==================== block 1
**Block 1: clock distribution**

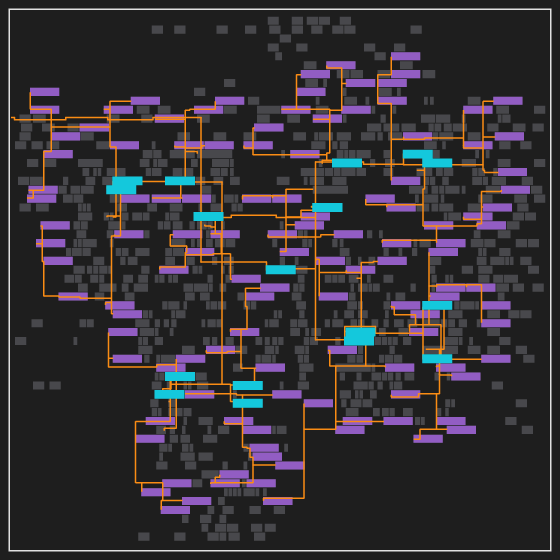

==> config.mk <==
export PLATFORM = sky130hd
export DESIGN_NAME = ro_sweep_meter
export DESIGN_NICKNAME = d
export VERILOG_FILES = /design/src/rtl/ro_sweep_meter.sv
export SDC_FILE = /design/constraint.sdc
export NUM_CORES = 1
export LEC_CHECK = 0
export CORE_UTILIZATION = 25
export DETAILED_ROUTE_END_ITERATION = 10
export PLACE_DENSITY = 0.51
export SKIP_CTS_REPAIR_TIMING = 1
export SLEW_MARGIN = 20
export SYNTH_ARGS = -nofsm -noshare
export SYNTH_HDL_FRONTEND = slang
export SYNTH_SLANG_ARGS = --single-unit
==> constraint.sdc <==
create_clock -name clk -period 4.81 [get_ports clk]
set_input_delay 0.962 -clock clk [delete_from_list [all_inputs] [get_ports clk]]
set_output_delay 0.962 -clock clk [all_outputs]
set_load 0.05 [all_outputs]
==> src/rtl/ro_sweep_meter.sv <==
// Sequencer for a bank of keyed ring oscillators. It runs one oscillator at a time,
// counts its edges over a clk window, and raises a sticky alarm on out-of-band counts.
//
// state      | meaning
// ST_IDLE    | bank disabled, waiting for start
// ST_SETTLE  | current ring enabled, let it run before counting
// ST_MEASURE | counting synced rising edges for max(window,1) cycles
// ST_REPORT  | ring disabled, result published, alarm evaluated, choose next point
module ro_sweep_meter #(
  parameter int NUM_RO = 4,
  parameter int KEY_W  = 2,
  parameter int CNT_W  = 16,
  parameter int WIN_W  = 16,
  parameter int SETTLE = 8,
  localparam int SEL_W = (NUM_RO > 1) ? $clog2(NUM_RO) : 1
) (
  input  logic              clk,
  input  logic              rst,
  input  logic              start,
  input  logic              mode,
  input  logic [SEL_W-1:0]  sel,
  input  logic [KEY_W-1:0]  key_in,
  input  logic [WIN_W-1:0]  window,
  input  logic [CNT_W-1:0]  lo_thr,
  input  logic [CNT_W-1:0]  hi_thr,
  input  logic              alarm_clr,
  input  logic [NUM_RO-1:0] ro_in,
  output logic [NUM_RO-1:0] ro_enable,
  output logic [KEY_W-1:0]  ro_key,
  output logic              busy,
  output logic              done,
  output logic              last,
  output logic [CNT_W-1:0]  count,
  output logic [SEL_W-1:0]  meas_sel,
  output logic [KEY_W-1:0]  meas_key,
  output logic              alarm
);

  localparam int SET_W = $clog2(SETTLE + 1);
  localparam int TMR_W = (WIN_W > SET_W) ? WIN_W : SET_W;

  typedef enum logic [1:0] {ST_IDLE, ST_SETTLE, ST_MEASURE, ST_REPORT} state_t;

  state_t             state_q, state_d;
  logic               mode_q, mode_d;
  logic [SEL_W-1:0]   cur_sel_q, cur_sel_d;
  logic [KEY_W-1:0]   cur_key_q, cur_key_d;
  logic [WIN_W-1:0]   win_q, win_d;
  logic [CNT_W-1:0]   lo_q, lo_d, hi_q, hi_d;
  logic [TMR_W-1:0]   tmr_q, tmr_d;
  logic [CNT_W-1:0]   cnt_q, cnt_d;
  logic [NUM_RO-1:0]  sync1_q, sync1_d, sync2_q, sync2_d;
  logic               prev_q, prev_d;
  logic               done_q, done_d, last_q, last_d;
  logic [CNT_W-1:0]   count_q, count_d;
  logic [SEL_W-1:0]   meas_sel_q, meas_sel_d;
  logic [KEY_W-1:0]   meas_key_q, meas_key_d;
  logic               alarm_q, alarm_d;

  logic               ro_bit, ro_edge, final_pt, run_active;
  logic [CNT_W-1:0]   cnt_inc;
  logic [TMR_W-1:0]   settle_ld, win_ld;

  always_comb begin
    ro_bit = 1'b0;
    for (int i = 0; i < NUM_RO; i++)
      if (cur_sel_q == SEL_W'(i)) ro_bit = sync2_q[i];
  end

  assign ro_edge    = ro_bit & ~prev_q;
  assign cnt_inc    = (ro_edge && !(&cnt_q)) ? cnt_q + CNT_W'(1) : cnt_q;
  assign final_pt   = (cur_sel_q == SEL_W'(NUM_RO - 1)) && (&cur_key_q);
  assign settle_ld  = TMR_W'(SETTLE - 1);
  assign win_ld     = (win_q == '0) ? '0 : TMR_W'(win_q) - TMR_W'(1);
  assign run_active = (state_q == ST_SETTLE) || (state_q == ST_MEASURE);

  always_comb begin
    state_d    = state_q;
    mode_d     = mode_q;
    cur_sel_d  = cur_sel_q;
    cur_key_d  = cur_key_q;
    win_d      = win_q;
    lo_d       = lo_q;
    hi_d       = hi_q;
    tmr_d      = tmr_q;
    cnt_d      = cnt_q;
    count_d    = count_q;
    meas_sel_d = meas_sel_q;
    meas_key_d = meas_key_q;
    done_d     = 1'b0;
    last_d     = 1'b0;
    alarm_d    = alarm_q & ~alarm_clr;
    sync1_d    = ro_in;
    sync2_d    = sync1_q;
    // previous-value register follows the selected bit in every state, so
    // MEASURE never starts on a stale edge
    prev_d     = ro_bit;
    unique case (state_q)
      ST_IDLE: begin
        if (start) begin
          state_d   = ST_SETTLE;
          mode_d    = mode;
          cur_sel_d = mode ? '0 : sel;
          cur_key_d = mode ? '0 : key_in;
          win_d     = window;
          lo_d      = lo_thr;
          hi_d      = hi_thr;
          tmr_d     = settle_ld;
        end
      end
      ST_SETTLE: begin
        if (tmr_q == '0) begin
          state_d = ST_MEASURE;
          tmr_d   = win_ld;
          cnt_d   = '0;
        end else begin
          tmr_d = tmr_q - TMR_W'(1);
        end
      end
      ST_MEASURE: begin
        cnt_d = cnt_inc;
        if (tmr_q == '0) begin
          state_d    = ST_REPORT;
          done_d     = 1'b1;
          last_d     = ~mode_q | final_pt;
          count_d    = cnt_inc;
          meas_sel_d = cur_sel_q;
          meas_key_d = cur_key_q;
        end else begin
          tmr_d = tmr_q - TMR_W'(1);
        end
      end
      ST_REPORT: begin
        if ((count_q < lo_q) || (count_q > hi_q)) alarm_d = 1'b1;
        if (!mode_q || final_pt) begin
          state_d = ST_IDLE;
        end else begin
          state_d   = ST_SETTLE;
          tmr_d     = settle_ld;
          cur_key_d = cur_key_q + KEY_W'(1);
          if (&cur_key_q) cur_sel_d = cur_sel_q + SEL_W'(1);
        end
      end
      default: state_d = ST_IDLE;
    endcase
  end

  always_ff @(posedge clk or posedge rst) begin
    if (rst) begin
      state_q    <= ST_IDLE;
      mode_q     <= 1'b0;
      cur_sel_q  <= '0;
      cur_key_q  <= '0;
      win_q      <= '0;
      lo_q       <= '0;
      hi_q       <= '0;
      tmr_q      <= '0;
      cnt_q      <= '0;
      sync1_q    <= '0;
      sync2_q    <= '0;
      prev_q     <= 1'b0;
      done_q     <= 1'b0;
      last_q     <= 1'b0;
      count_q    <= '0;
      meas_sel_q <= '0;
      meas_key_q <= '0;
      alarm_q    <= 1'b0;
    end else begin
      state_q    <= state_d;
      mode_q     <= mode_d;
      cur_sel_q  <= cur_sel_d;
      cur_key_q  <= cur_key_d;
      win_q      <= win_d;
      lo_q       <= lo_d;
      hi_q       <= hi_d;
      tmr_q      <= tmr_d;
      cnt_q      <= cnt_d;
      sync1_q    <= sync1_d;
      sync2_q    <= sync2_d;
      prev_q     <= prev_d;
      done_q     <= done_d;
      last_q     <= last_d;
      count_q    <= count_d;
      meas_sel_q <= meas_sel_d;
      meas_key_q <= meas_key_d;
      alarm_q    <= alarm_d;
    end
  end

  always_comb begin
    ro_enable = '0;
    if (run_active)
      for (int i = 0; i < NUM_RO; i++) ro_enable[i] = (cur_sel_q == SEL_W'(i));
  end

  assign ro_key   = run_active ? cur_key_q : '0;
  assign busy     = (state_q != ST_IDLE);
  assign done     = done_q;
  assign last     = last_q;
  assign count    = count_q;
  assign meas_sel = meas_sel_q;
  assign meas_key = meas_key_q;
  assign alarm    = alarm_q;

endmodule
==================== block 2
--- config.mk ---
export PLATFORM = sky130hd
export DESIGN_NAME = fifo_rr_scheduler_flat
export DESIGN_NICKNAME = d
export VERILOG_FILES = /design/src/rtl/fifo_rr_scheduler_if.sv /design/src/rtl/fifo_rr_scheduler.sv /design/src/flat_wrapper.sv
export SDC_FILE = /design/constraint.sdc
export NUM_CORES = 1
export LEC_CHECK = 0
export ABC_AREA = 0
export CAP_MARGIN = 20
export CORE_UTILIZATION = 47
export DETAILED_ROUTE_END_ITERATION = 10
export PLACE_DENSITY = 0.85
export SETUP_SLACK_MARGIN = 0.1
export SLEW_MARGIN = 20
export SYNTH_ARGS = -nofsm -noshare
export SYNTH_HDL_FRONTEND = slang
export SYNTH_SLANG_ARGS = --single-unit
--- constraint.sdc ---
create_clock -name CLOCK -period 4.3 [get_ports CLOCK]
set_input_delay 0.86 -clock CLOCK [delete_from_list [all_inputs] [get_ports CLOCK]]
set_output_delay 0.86 -clock CLOCK [all_outputs]
set_load 0.05 [all_outputs]
--- src/rtl/fifo_rr_scheduler_if.sv ---
// Bundle between the scheduler and its FIFO bank plus the downstream consumer.
// The master modport is the scheduler side.
interface fifo_rr_scheduler_if #(
    parameter int N_FIFO = 4,
    parameter int SIZE   = 8
);
    localparam int SRC_W = $clog2(N_FIFO);

    logic [N_FIFO-1:0]      F_EMPTY_N;
    logic [N_FIFO*SIZE-1:0] FIFO_DATA;
    logic [N_FIFO-1:0]      READ;
    logic [SIZE-1:0]        OUT_DATA;
    logic                   OUT_VALID;
    logic                   OUT_READY;
    logic [SRC_W-1:0]       OUT_SRC;
    logic                   OUT_LAST;

    modport master (
        input  F_EMPTY_N, FIFO_DATA, OUT_READY,
        output READ, OUT_DATA, OUT_VALID, OUT_SRC, OUT_LAST
    );

    modport slave (
        output F_EMPTY_N, FIFO_DATA, OUT_READY,
        input  READ, OUT_DATA, OUT_VALID, OUT_SRC, OUT_LAST
    );
endinterface

--- src/rtl/fifo_rr_scheduler.sv ---
// Round-robin burst scheduler draining a bank of synchronous FIFOs onto one
// ready/valid stream. Each word costs ISSUE, CAPTURE and PRESENT cycles.
module fifo_rr_scheduler #(
    parameter int N_FIFO = 4,
    parameter int SIZE   = 8,
    parameter int BURST  = 4
) (
    input  logic              CLOCK,
    input  logic              RESET_N,
    input  logic              CLEAR_N,
    input  logic [N_FIFO-1:0] EN_MASK,
    output logic              BUSY,
    fifo_rr_scheduler_if.master bus
);
    localparam int PW = $clog2(N_FIFO);
    localparam int BW = $clog2(BURST + 1);

    localparam logic [1:0] ST_IDLE    = 2'd0;
    localparam logic [1:0] ST_ISSUE   = 2'd1;
    localparam logic [1:0] ST_CAPTURE = 2'd2;
    localparam logic [1:0] ST_PRESENT = 2'd3;

    logic [1:0]      state_q, state_d;
    logic [PW-1:0]   ptr_q, ptr_d;
    logic [PW-1:0]   grant_q, grant_d;
    logic [BW-1:0]   burst_q, burst_d;
    logic [SIZE-1:0] out_data_q, out_data_d;
    logic            out_valid_q, out_valid_d;
    logic [PW-1:0]   out_src_q, out_src_d;
    logic            out_last_q, out_last_d;

    logic [N_FIFO-1:0] cand;
    logic              found;
    logic [PW-1:0]     pick;
    logic [PW-1:0]     idx;
    logic [SIZE-1:0]   sel_word;
    logic              sel_avail;
    logic [BW-1:0]     burst_inc;
    logic [N_FIFO-1:0] read_vec;

    // First enabled, non-empty FIFO at or after ptr, wrapping around.
    always_comb begin
        cand  = EN_MASK & bus.F_EMPTY_N;
        found = 1'b0;
        pick  = ptr_q;
        idx   = '0;
        for (int i = 0; i < N_FIFO; i++) begin
            idx = PW'((int'(ptr_q) + i) % N_FIFO);
            if (!found && cand[idx]) begin
                found = 1'b1;
                pick  = idx;
            end
        end
    end

    always_comb begin
        sel_word  = '0;
        sel_avail = 1'b0;
        for (int i = 0; i < N_FIFO; i++) begin
            if (grant_q == PW'(i)) begin
                sel_word  = bus.FIFO_DATA[i*SIZE +: SIZE];
                sel_avail = bus.F_EMPTY_N[i];
            end
        end
        burst_inc = burst_q + BW'(1);
    end

    always_comb begin
        state_d     = state_q;
        ptr_d       = ptr_q;
        grant_d     = grant_q;
        burst_d     = burst_q;
        out_data_d  = out_data_q;
        out_valid_d = out_valid_q;
        out_src_d   = out_src_q;
        out_last_d  = out_last_q;
        if (!CLEAR_N) begin
            state_d     = ST_IDLE;
            ptr_d       = '0;
            grant_d     = '0;
            burst_d     = '0;
            out_data_d  = '0;
            out_valid_d = 1'b0;
            out_src_d   = '0;
            out_last_d  = 1'b0;
        end else begin
            case (state_q)
                ST_IDLE: begin
                    if (found) begin
                        grant_d = pick;
                        burst_d = '0;
                        state_d = ST_ISSUE;
                    end
                end
                ST_ISSUE: begin
                    state_d = ST_CAPTURE;
                end
                ST_CAPTURE: begin
                    // The FIFO's empty flag already accounts for the read just issued.
                    out_data_d  = sel_word;
                    out_src_d   = grant_q;
                    out_valid_d = 1'b1;
                    out_last_d  = (burst_inc == BW'(BURST)) || !sel_avail;
                    burst_d     = burst_inc;
                    state_d     = ST_PRESENT;
                end
                default: begin
                    if (bus.OUT_READY) begin
                        out_valid_d = 1'b0;
                        if (out_last_q) begin
                            ptr_d   = (grant_q == PW'(N_FIFO - 1)) ? '0 : grant_q + PW'(1);
                            state_d = ST_IDLE;
                        end else begin
                            state_d = ST_ISSUE;
                        end
                    end
                end
            endcase
        end
    end

    always_ff @(posedge CLOCK or negedge RESET_N) begin
        if (!RESET_N) begin
            state_q     <= ST_IDLE;
            ptr_q       <= '0;
            grant_q     <= '0;
            burst_q     <= '0;
            out_data_q  <= '0;
            out_valid_q <= 1'b0;
            out_src_q   <= '0;
            out_last_q  <= 1'b0;
        end else begin
            state_q     <= state_d;
            ptr_q       <= ptr_d;
            grant_q     <= grant_d;
            burst_q     <= burst_d;
            out_data_q  <= out_data_d;
            out_valid_q <= out_valid_d;
            out_src_q   <= out_src_d;
            out_last_q  <= out_last_d;
        end
    end

    always_comb begin
        read_vec = '0;
        for (int i = 0; i < N_FIFO; i++) begin
            read_vec[i] = (state_q == ST_ISSUE) && (grant_q == PW'(i));
        end
    end

    assign bus.READ      = read_vec;
    assign BUSY          = (state_q != ST_IDLE);
    assign bus.OUT_DATA  = out_data_q;
    assign bus.OUT_VALID = out_valid_q;
    assign bus.OUT_SRC   = out_src_q;
    assign bus.OUT_LAST  = out_last_q;
endmodule

--- src/flat_wrapper.sv ---
// flat-port wrapper written by rule: the top's interface ports become plain ports
module fifo_rr_scheduler_flat 
#(
    parameter int N_FIFO = 4,
    parameter int SIZE   = 8,
    parameter int BURST  = 4
)
  (CLOCK, RESET_N, CLEAR_N, EN_MASK, BUSY, bus_F_EMPTY_N, bus_FIFO_DATA, bus_OUT_READY, bus_READ, bus_OUT_DATA, bus_OUT_VALID, bus_OUT_SRC, bus_OUT_LAST);
  fifo_rr_scheduler_if #(.N_FIFO(N_FIFO), .SIZE(SIZE)) bus_i ();
  input  logic CLOCK;
  input  logic RESET_N;
  input  logic CLEAR_N;
  input  logic [N_FIFO-1:0] EN_MASK;
  output logic BUSY;
  input wire logic [$bits(bus_i.F_EMPTY_N)-1:0] bus_F_EMPTY_N;
  input wire logic [$bits(bus_i.FIFO_DATA)-1:0] bus_FIFO_DATA;
  input wire logic [$bits(bus_i.OUT_READY)-1:0] bus_OUT_READY;
  output wire logic [$bits(bus_i.READ)-1:0] bus_READ;
  output wire logic [$bits(bus_i.OUT_DATA)-1:0] bus_OUT_DATA;
  output wire logic [$bits(bus_i.OUT_VALID)-1:0] bus_OUT_VALID;
  output wire logic [$bits(bus_i.OUT_SRC)-1:0] bus_OUT_SRC;
  output wire logic [$bits(bus_i.OUT_LAST)-1:0] bus_OUT_LAST;
  assign bus_i.F_EMPTY_N = bus_F_EMPTY_N;
  assign bus_i.FIFO_DATA = bus_FIFO_DATA;
  assign bus_i.OUT_READY = bus_OUT_READY;
  assign bus_READ = bus_i.READ;
  assign bus_OUT_DATA = bus_i.OUT_DATA;
  assign bus_OUT_VALID = bus_i.OUT_VALID;
  assign bus_OUT_SRC = bus_i.OUT_SRC;
  assign bus_OUT_LAST = bus_i.OUT_LAST;
  fifo_rr_scheduler #(.N_FIFO(N_FIFO), .SIZE(SIZE), .BURST(BURST)) u_core (.CLOCK(CLOCK), .RESET_N(RESET_N), .CLEAR_N(CLEAR_N), .EN_MASK(EN_MASK), .BUSY(BUSY), .bus(bus_i));
endmodule
==================== block 3
$ cat src/rtl/cache_line_access_ctrl.sv
// Shares the cache line RAM write port between a 4-beat line fill and word stores, and issues load reads.
// Latency: writes reach the RAM in the handshake cycle; load data returns two cycles after acceptance.
// Backpressure: fills beat stores except when starvation forces a store; loads are refused on line hazards only.
module cache_line_access_ctrl #(
    parameter int unsigned P_STARVE_LIMIT = 2
) (
    input  logic         iCLOCK,
    input  logic         inRESET,
    input  logic         iFILL_VALID,
    output logic         oFILL_READY,
    input  logic [3:0]   iFILL_ENTRY,
    input  logic [127:0] iFILL_DATA,
    output logic         oFILL_DONE,
    input  logic         iST_VALID,
    output logic         oST_READY,
    input  logic [3:0]   iST_ENTRY,
    input  logic [3:0]   iST_WORD,
    input  logic [3:0]   iST_MASK,
    input  logic [31:0]  iST_DATA,
    input  logic         iLD_VALID,
    output logic         oLD_READY,
    input  logic [3:0]   iLD_ENTRY,
    output logic         oLD_VALID,
    output logic [511:0] oLD_DATA,
    output logic         oRAM_WREN,
    output logic [3:0]   oRAM_WRADDR,
    output logic [63:0]  oRAM_BYTEENA,
    output logic [511:0] oRAM_DATA,
    output logic [3:0]   oRAM_RDADDR,
    input  logic [511:0] iRAM_Q
);

    typedef enum logic {
        ST_IDLE,
        ST_BURST
    } fill_state_t;

    localparam logic [3:0] STARVE_LIMIT = 4'(P_STARVE_LIMIT);

    fill_state_t  state_q, state_d;
    logic [3:0]   lock_entry_q, lock_entry_d;
    logic [1:0]   beat_q, beat_d;
    logic [3:0]   starve_q, starve_d;
    logic         done_q, done_d;
    logic         ld_v1_q, ld_v2_q;
    logic [511:0] ld_data_q;

    logic         in_burst;
    logic         st_elig;
    logic         st_force;
    logic         fill_go;
    logic         st_go;
    logic         ld_go;
    logic [1:0]   fill_beat;
    logic [3:0]   wr_addr;

    assign in_burst = (state_q == ST_BURST);

    // A store to the line being filled would be overwritten by later beats, so it waits for the fill.
    assign st_elig  = iST_VALID && !(in_burst && (iST_ENTRY == lock_entry_q));
    assign st_force = st_elig && (starve_q == STARVE_LIMIT);

    assign oFILL_READY = inRESET && !st_force;
    assign oST_READY   = inRESET && st_elig && (st_force || !iFILL_VALID);

    assign fill_go = iFILL_VALID && oFILL_READY;
    assign st_go   = iST_VALID && oST_READY;

    assign fill_beat = in_burst ? beat_q : 2'd0;
    assign wr_addr   = fill_go ? (in_burst ? lock_entry_q : iFILL_ENTRY) : iST_ENTRY;

    assign oRAM_WREN    = fill_go || st_go;
    assign oRAM_WRADDR  = wr_addr;
    assign oRAM_BYTEENA = fill_go ? (64'hFFFF << {fill_beat, 4'b0000})
                                  : (64'(iST_MASK) << {iST_WORD, 2'b00});
    assign oRAM_DATA    = fill_go ? {4{iFILL_DATA}} : {16{iST_DATA}};

    // Same-cycle write to the read line is refused so the read returns post-write data next cycle.
    assign oLD_READY = inRESET
                    && !(in_burst && (iLD_ENTRY == lock_entry_q))
                    && !(oRAM_WREN && (wr_addr == iLD_ENTRY));
    assign ld_go     = iLD_VALID && oLD_READY;

    assign oRAM_RDADDR = iLD_ENTRY;
    assign oLD_VALID   = ld_v2_q;
    assign oLD_DATA    = ld_data_q;
    assign oFILL_DONE  = done_q;

    always_comb begin
        state_d      = state_q;
        lock_entry_d = lock_entry_q;
        beat_d       = beat_q;
        done_d       = 1'b0;
        case (state_q)
            ST_IDLE: begin
                if (fill_go) begin
                    state_d      = ST_BURST;
                    lock_entry_d = iFILL_ENTRY;
                    beat_d       = 2'd1;
                end
            end
            ST_BURST: begin
                if (fill_go) begin
                    beat_d = beat_q + 2'd1;
                    if (beat_q == 2'd3) begin
                        state_d = ST_IDLE;
                        done_d  = 1'b1;
                    end
                end
            end
            default: state_d = ST_IDLE;
        endcase
    end

    always_comb begin
        starve_d = starve_q;
        if (st_go || !st_elig) begin
            starve_d = 4'd0;
        end else if (fill_go) begin
            starve_d = starve_q + 4'd1;
        end
    end

    always_ff @(posedge iCLOCK or negedge inRESET) begin
        if (!inRESET) begin
            state_q      <= ST_IDLE;
            lock_entry_q <= 4'd0;
            beat_q       <= 2'd0;
            starve_q     <= 4'd0;
            done_q       <= 1'b0;
            ld_v1_q      <= 1'b0;
            ld_v2_q      <= 1'b0;
            ld_data_q    <= '0;
        end else begin
            state_q      <= state_d;
            lock_entry_q <= lock_entry_d;
            beat_q       <= beat_d;
            starve_q     <= starve_d;
            done_q       <= done_d;
            ld_v1_q      <= ld_go;
            ld_v2_q      <= ld_v1_q;
            if (ld_v1_q) begin
                ld_data_q <= iRAM_Q;
            end
        end
    end

endmodule
$ cat config.mk
export PLATFORM = sky130hd
export DESIGN_NAME = cache_line_access_ctrl
export DESIGN_NICKNAME = d
export VERILOG_FILES = /design/src/rtl/cache_line_access_ctrl.sv
export SDC_FILE = /design/constraint.sdc
export NUM_CORES = 1
export LEC_CHECK = 0
export ABC_AREA = 1
export CAP_MARGIN = 10
export CORE_AREA = 10 10 691 693
export CTS_CLUSTER_DIAMETER = 120
export CTS_CLUSTER_SIZE = 20
export DETAILED_ROUTE_END_ITERATION = 8
export DIE_AREA = 0 0 701 703
export PLACE_DENSITY = 0.3
export SLEW_MARGIN = 20
export SYNTH_ARGS = -nofsm -noshare
export SYNTH_HDL_FRONTEND = slang
export SYNTH_SLANG_ARGS = --single-unit
$ cat constraint.sdc
create_clock -name iCLOCK -period 4.3 [get_ports iCLOCK]
set_input_delay 0.43 -clock iCLOCK [delete_from_list [all_inputs] [get_ports iCLOCK]]
set_output_delay 0.43 -clock iCLOCK [all_outputs]
set_load 0.005 [all_outputs]
**Block 3: clock distribution**

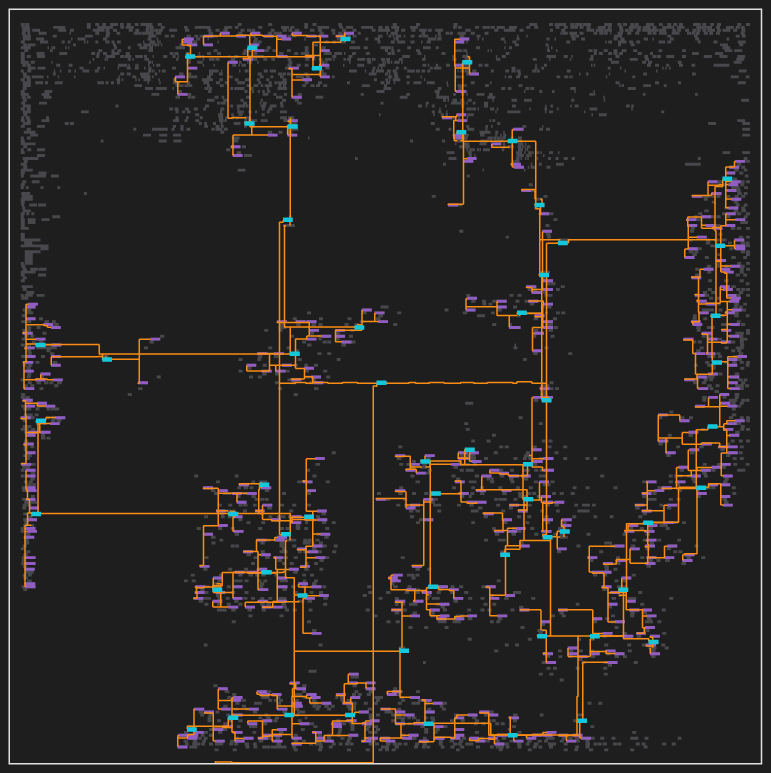
Orange stands for clock wires, length 12,500 um. Purple stands for flip-flops, count 526. Cyan stands for cells driving clock nets, count 57.
Position of the flops: widely spread. There are 58 routed clock nets.
worst-case clock skew: 0.0863 ns
Late-Pin Clk Latency: 0.83 ns
power share of the clock group: 25.1%
Clock Power: 5.95 mW

==> Changelog: implementation, block 3 <==
## Flow update

- Run status: complete, no violations
- Synth area leader: dfrtp_1
- Final Hold Fails: 0
- Die height: 703 um
- Count of library flops with an enable pin: 0
- Xor+xnor area frac: 0.0352%
- Clock network area share: around 4.1%
- Reg2reg setup slack: ~1.8 ns
- Non-clock buffer count: between 1,500 and 2,000
- Post-Route M1 WL: 136,000 um
- Num sequential: 526
- Worst Min Path Start: iRAM_Q[394]
- Slew @ Worst Pin: 1.14 ns
- Slowest stage cell, crit path: clkdlybuf4s50_1
- Gr busiest metal: met2
- Max reg flops: 512
- FF/Latch Area: 13,200 um2
- CTS root buf: clkbuf_16
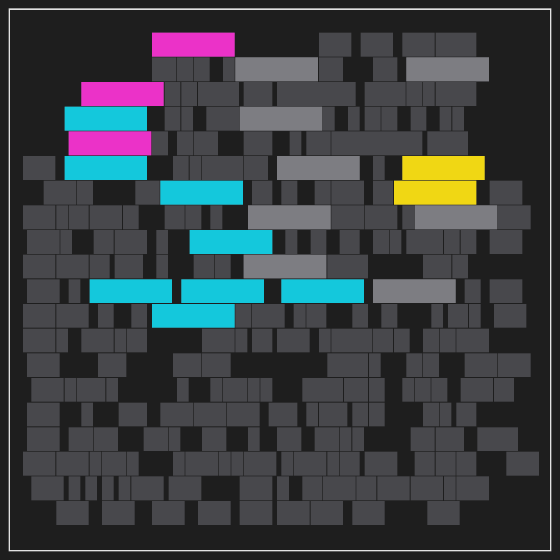
**Above:** block 2 (where the registers sit).
Other sequential cells in the stronger grey, the rest of the logic in the fainter grey.
Magenta stands for u_core.burst_q, flops 3. Cyan stands for u_core.bus.OUT_DATA, flops 8. Yellow stands for u_core.ptr_q, flops 2.
Another 8 sequential cells are not coloured.
FF/Latch Area: 526 um2
Seq area share: 24.1%
Final Core Density: 70.2%
seq pwr: 284 uW

**Block 2: nets reached from selected ports**

The bar under the picture is 20 um long.
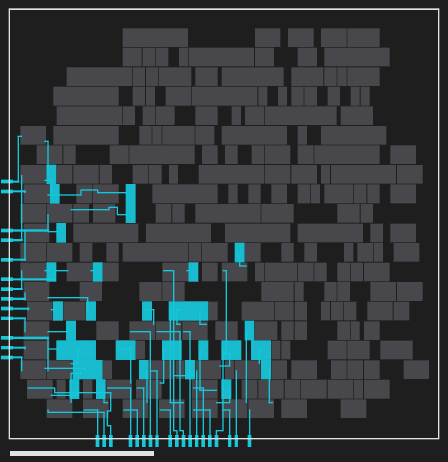
Cyan stands for bus_FIFO_DATA, bits 32, direction input, edge 19 bottom, 13 left, end cells 32, buffers 32, wire 428 um.
Ports: 61
input/output buffers: 60

==> Changelog: implementation, block 2 <==
## Flow update

- Gr busiest metal: met2
- CLK BUF: 3
- CTS tree: yes
- Most frequent cells in the layout: clkdlybuf4s50_1 (60), nand2_1 (23), dfrtp_1 (21)
- Clock Power: 96.4 uW
- Tapcells: 44
- Grt met3 use: 3.49%
- Initial Utilization: 50.2%
- RSZ-0062 raised after global routing: no
- Power, Total: 1.01 mW
- Critical path launch point: u_core.grant_q[0]
- Run status: complete, no violations
- Place WS: between 1 and 1.5 ns
- Final setup violation count: 0
- Yosys adder share: 8.03%
- Overflow after GRT: 0
- Cell type taking the most area: logic gates
- Ys Warns: 0
- Setup ws final: 1.02 ns
- Worst Min Path Start: u_core.bus.OUT_VALID
- Slew @ Worst Pin: 0.911 ns
- Tmin final: around 3.3 ns
- Syn Area/Cell: 8.16 um2
- WP depth: 4
- Worst EP required: 3.44 ns
**Block 1: congestion heat map**

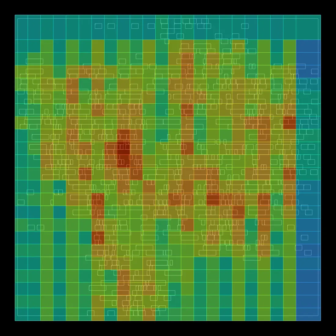
GR Util met1: 17.3%
GRT Overall Usage: 13.3%
routed len/inst: 15.7 um
gr busiest metal: met2
M2 GR Usage: 22.2%

**Block 1: nets reached from selected ports**

The bar under the picture is 50 um long.
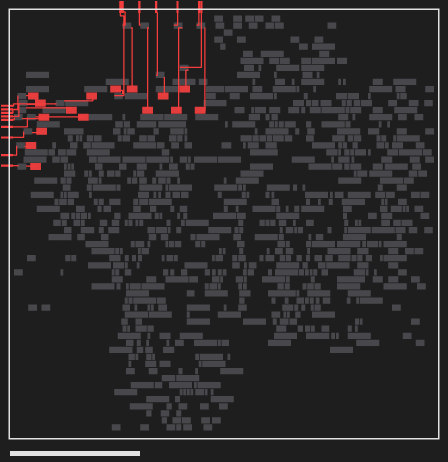
Red stands for window, bits 16, direction input, edge 9 left, 7 top, end cells 16, buffers 16, wire 403 um.
input/output buffers: 90
Ports: 91

Notes on 'clock distribution' of block 1 above:
Orange stands for clock wires, length 1,880 um. Purple stands for flip-flops, count 119. Cyan stands for cells driving clock nets, count 17.
There are 18 routed clock nets.
Clock Power: 1.37 mW
power share of the clock group: 27.7%
Late-Pin Clk Latency: 0.41 ns
worst-case clock skew: 0.00897 ns

==> Changelog: implementation, block 1 <==
## Flow update

- MI comb area: 3390 um2
- Met3 wire length: approximately 560 um
- Pwr/cell area: 577 nW/um2
- Comb pwr share: 40.1%
- CP Capture Type: primary output
- Pwr top: combinational cells
- Worst VDD drop: 0.251 mV
- 1st-iter DRT viols: around 200
- Max-Cap Viols: 0
- First-pass GRT wire length: 27,900 um
- Placed Area: 7930 um2
- Run status: complete, no violations
- Clock slew at reported path FFs: around 0.050 ns
- Worst hold slack: around 0.35 ns
- # Cells Yosys: ~640
- Part of the power in registers: 32.2%
- Fill cells: 2,668
- Net Switching: between 1.5 and 2 mW
- DR vias/cell: ~4.7
- Place WS: 1.81 ns
- Xor+xnor area frac: under 10%
- Core area: 26,100 um2
- Synthesized netlist cell count: 641
- Top_reg_cell synth: dfrtp_1
- FF+latch count, synth: 119
- Critical Path Max Stage Delay: 0.80 ns
- Top-area cell share: 44.8%
- CLK BUF: 22
- CTS Buffer Depth: 2
- Syn_nets: 745
- Setup ws final: approximately 1.4 ns
- Non-clock buffers, area share: 11.0%
- Final Core Density: 32.9%
- Clock network area share: 7.38%

==> layout pictures side by side <==
M1 wires.
image #1
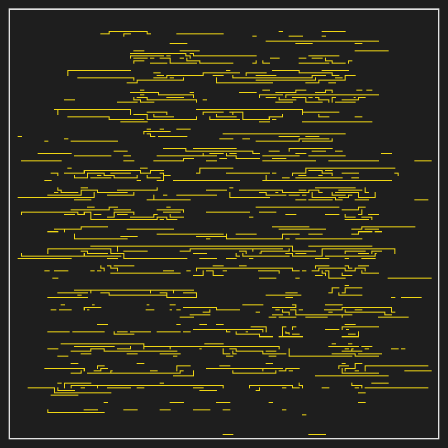
image #2
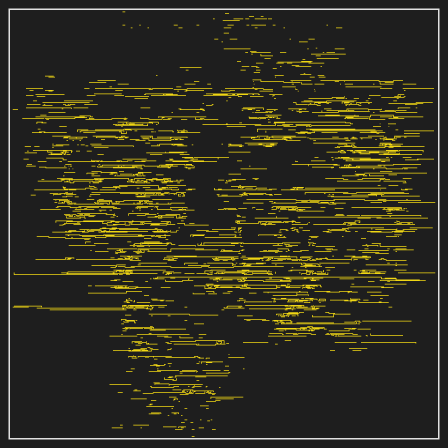
image #3
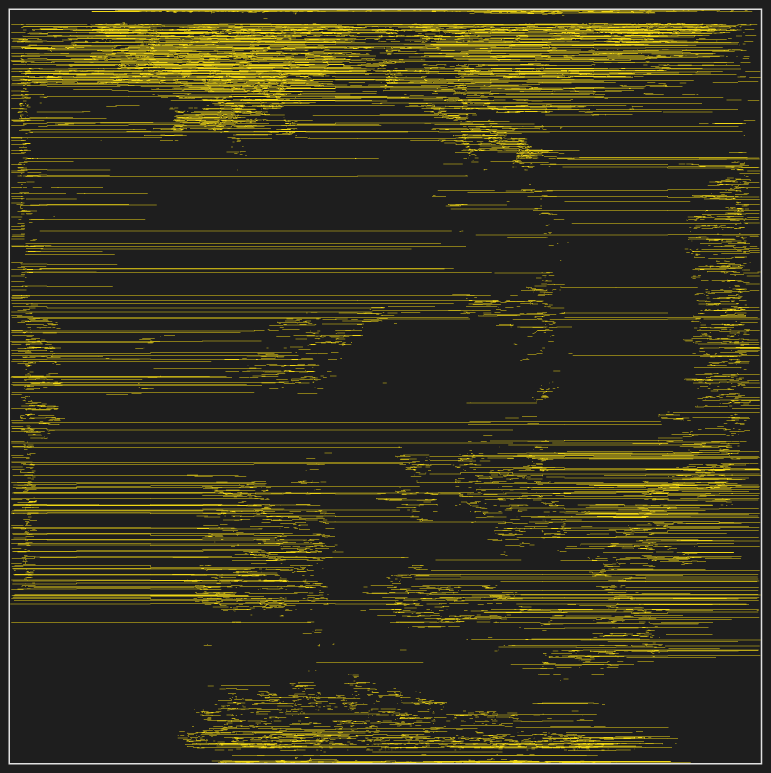
block 3 -> image #3
block 1 -> image #2
block 2 -> image #1


Power figures rest on the tool's default switching activity, not on a simulated workload.
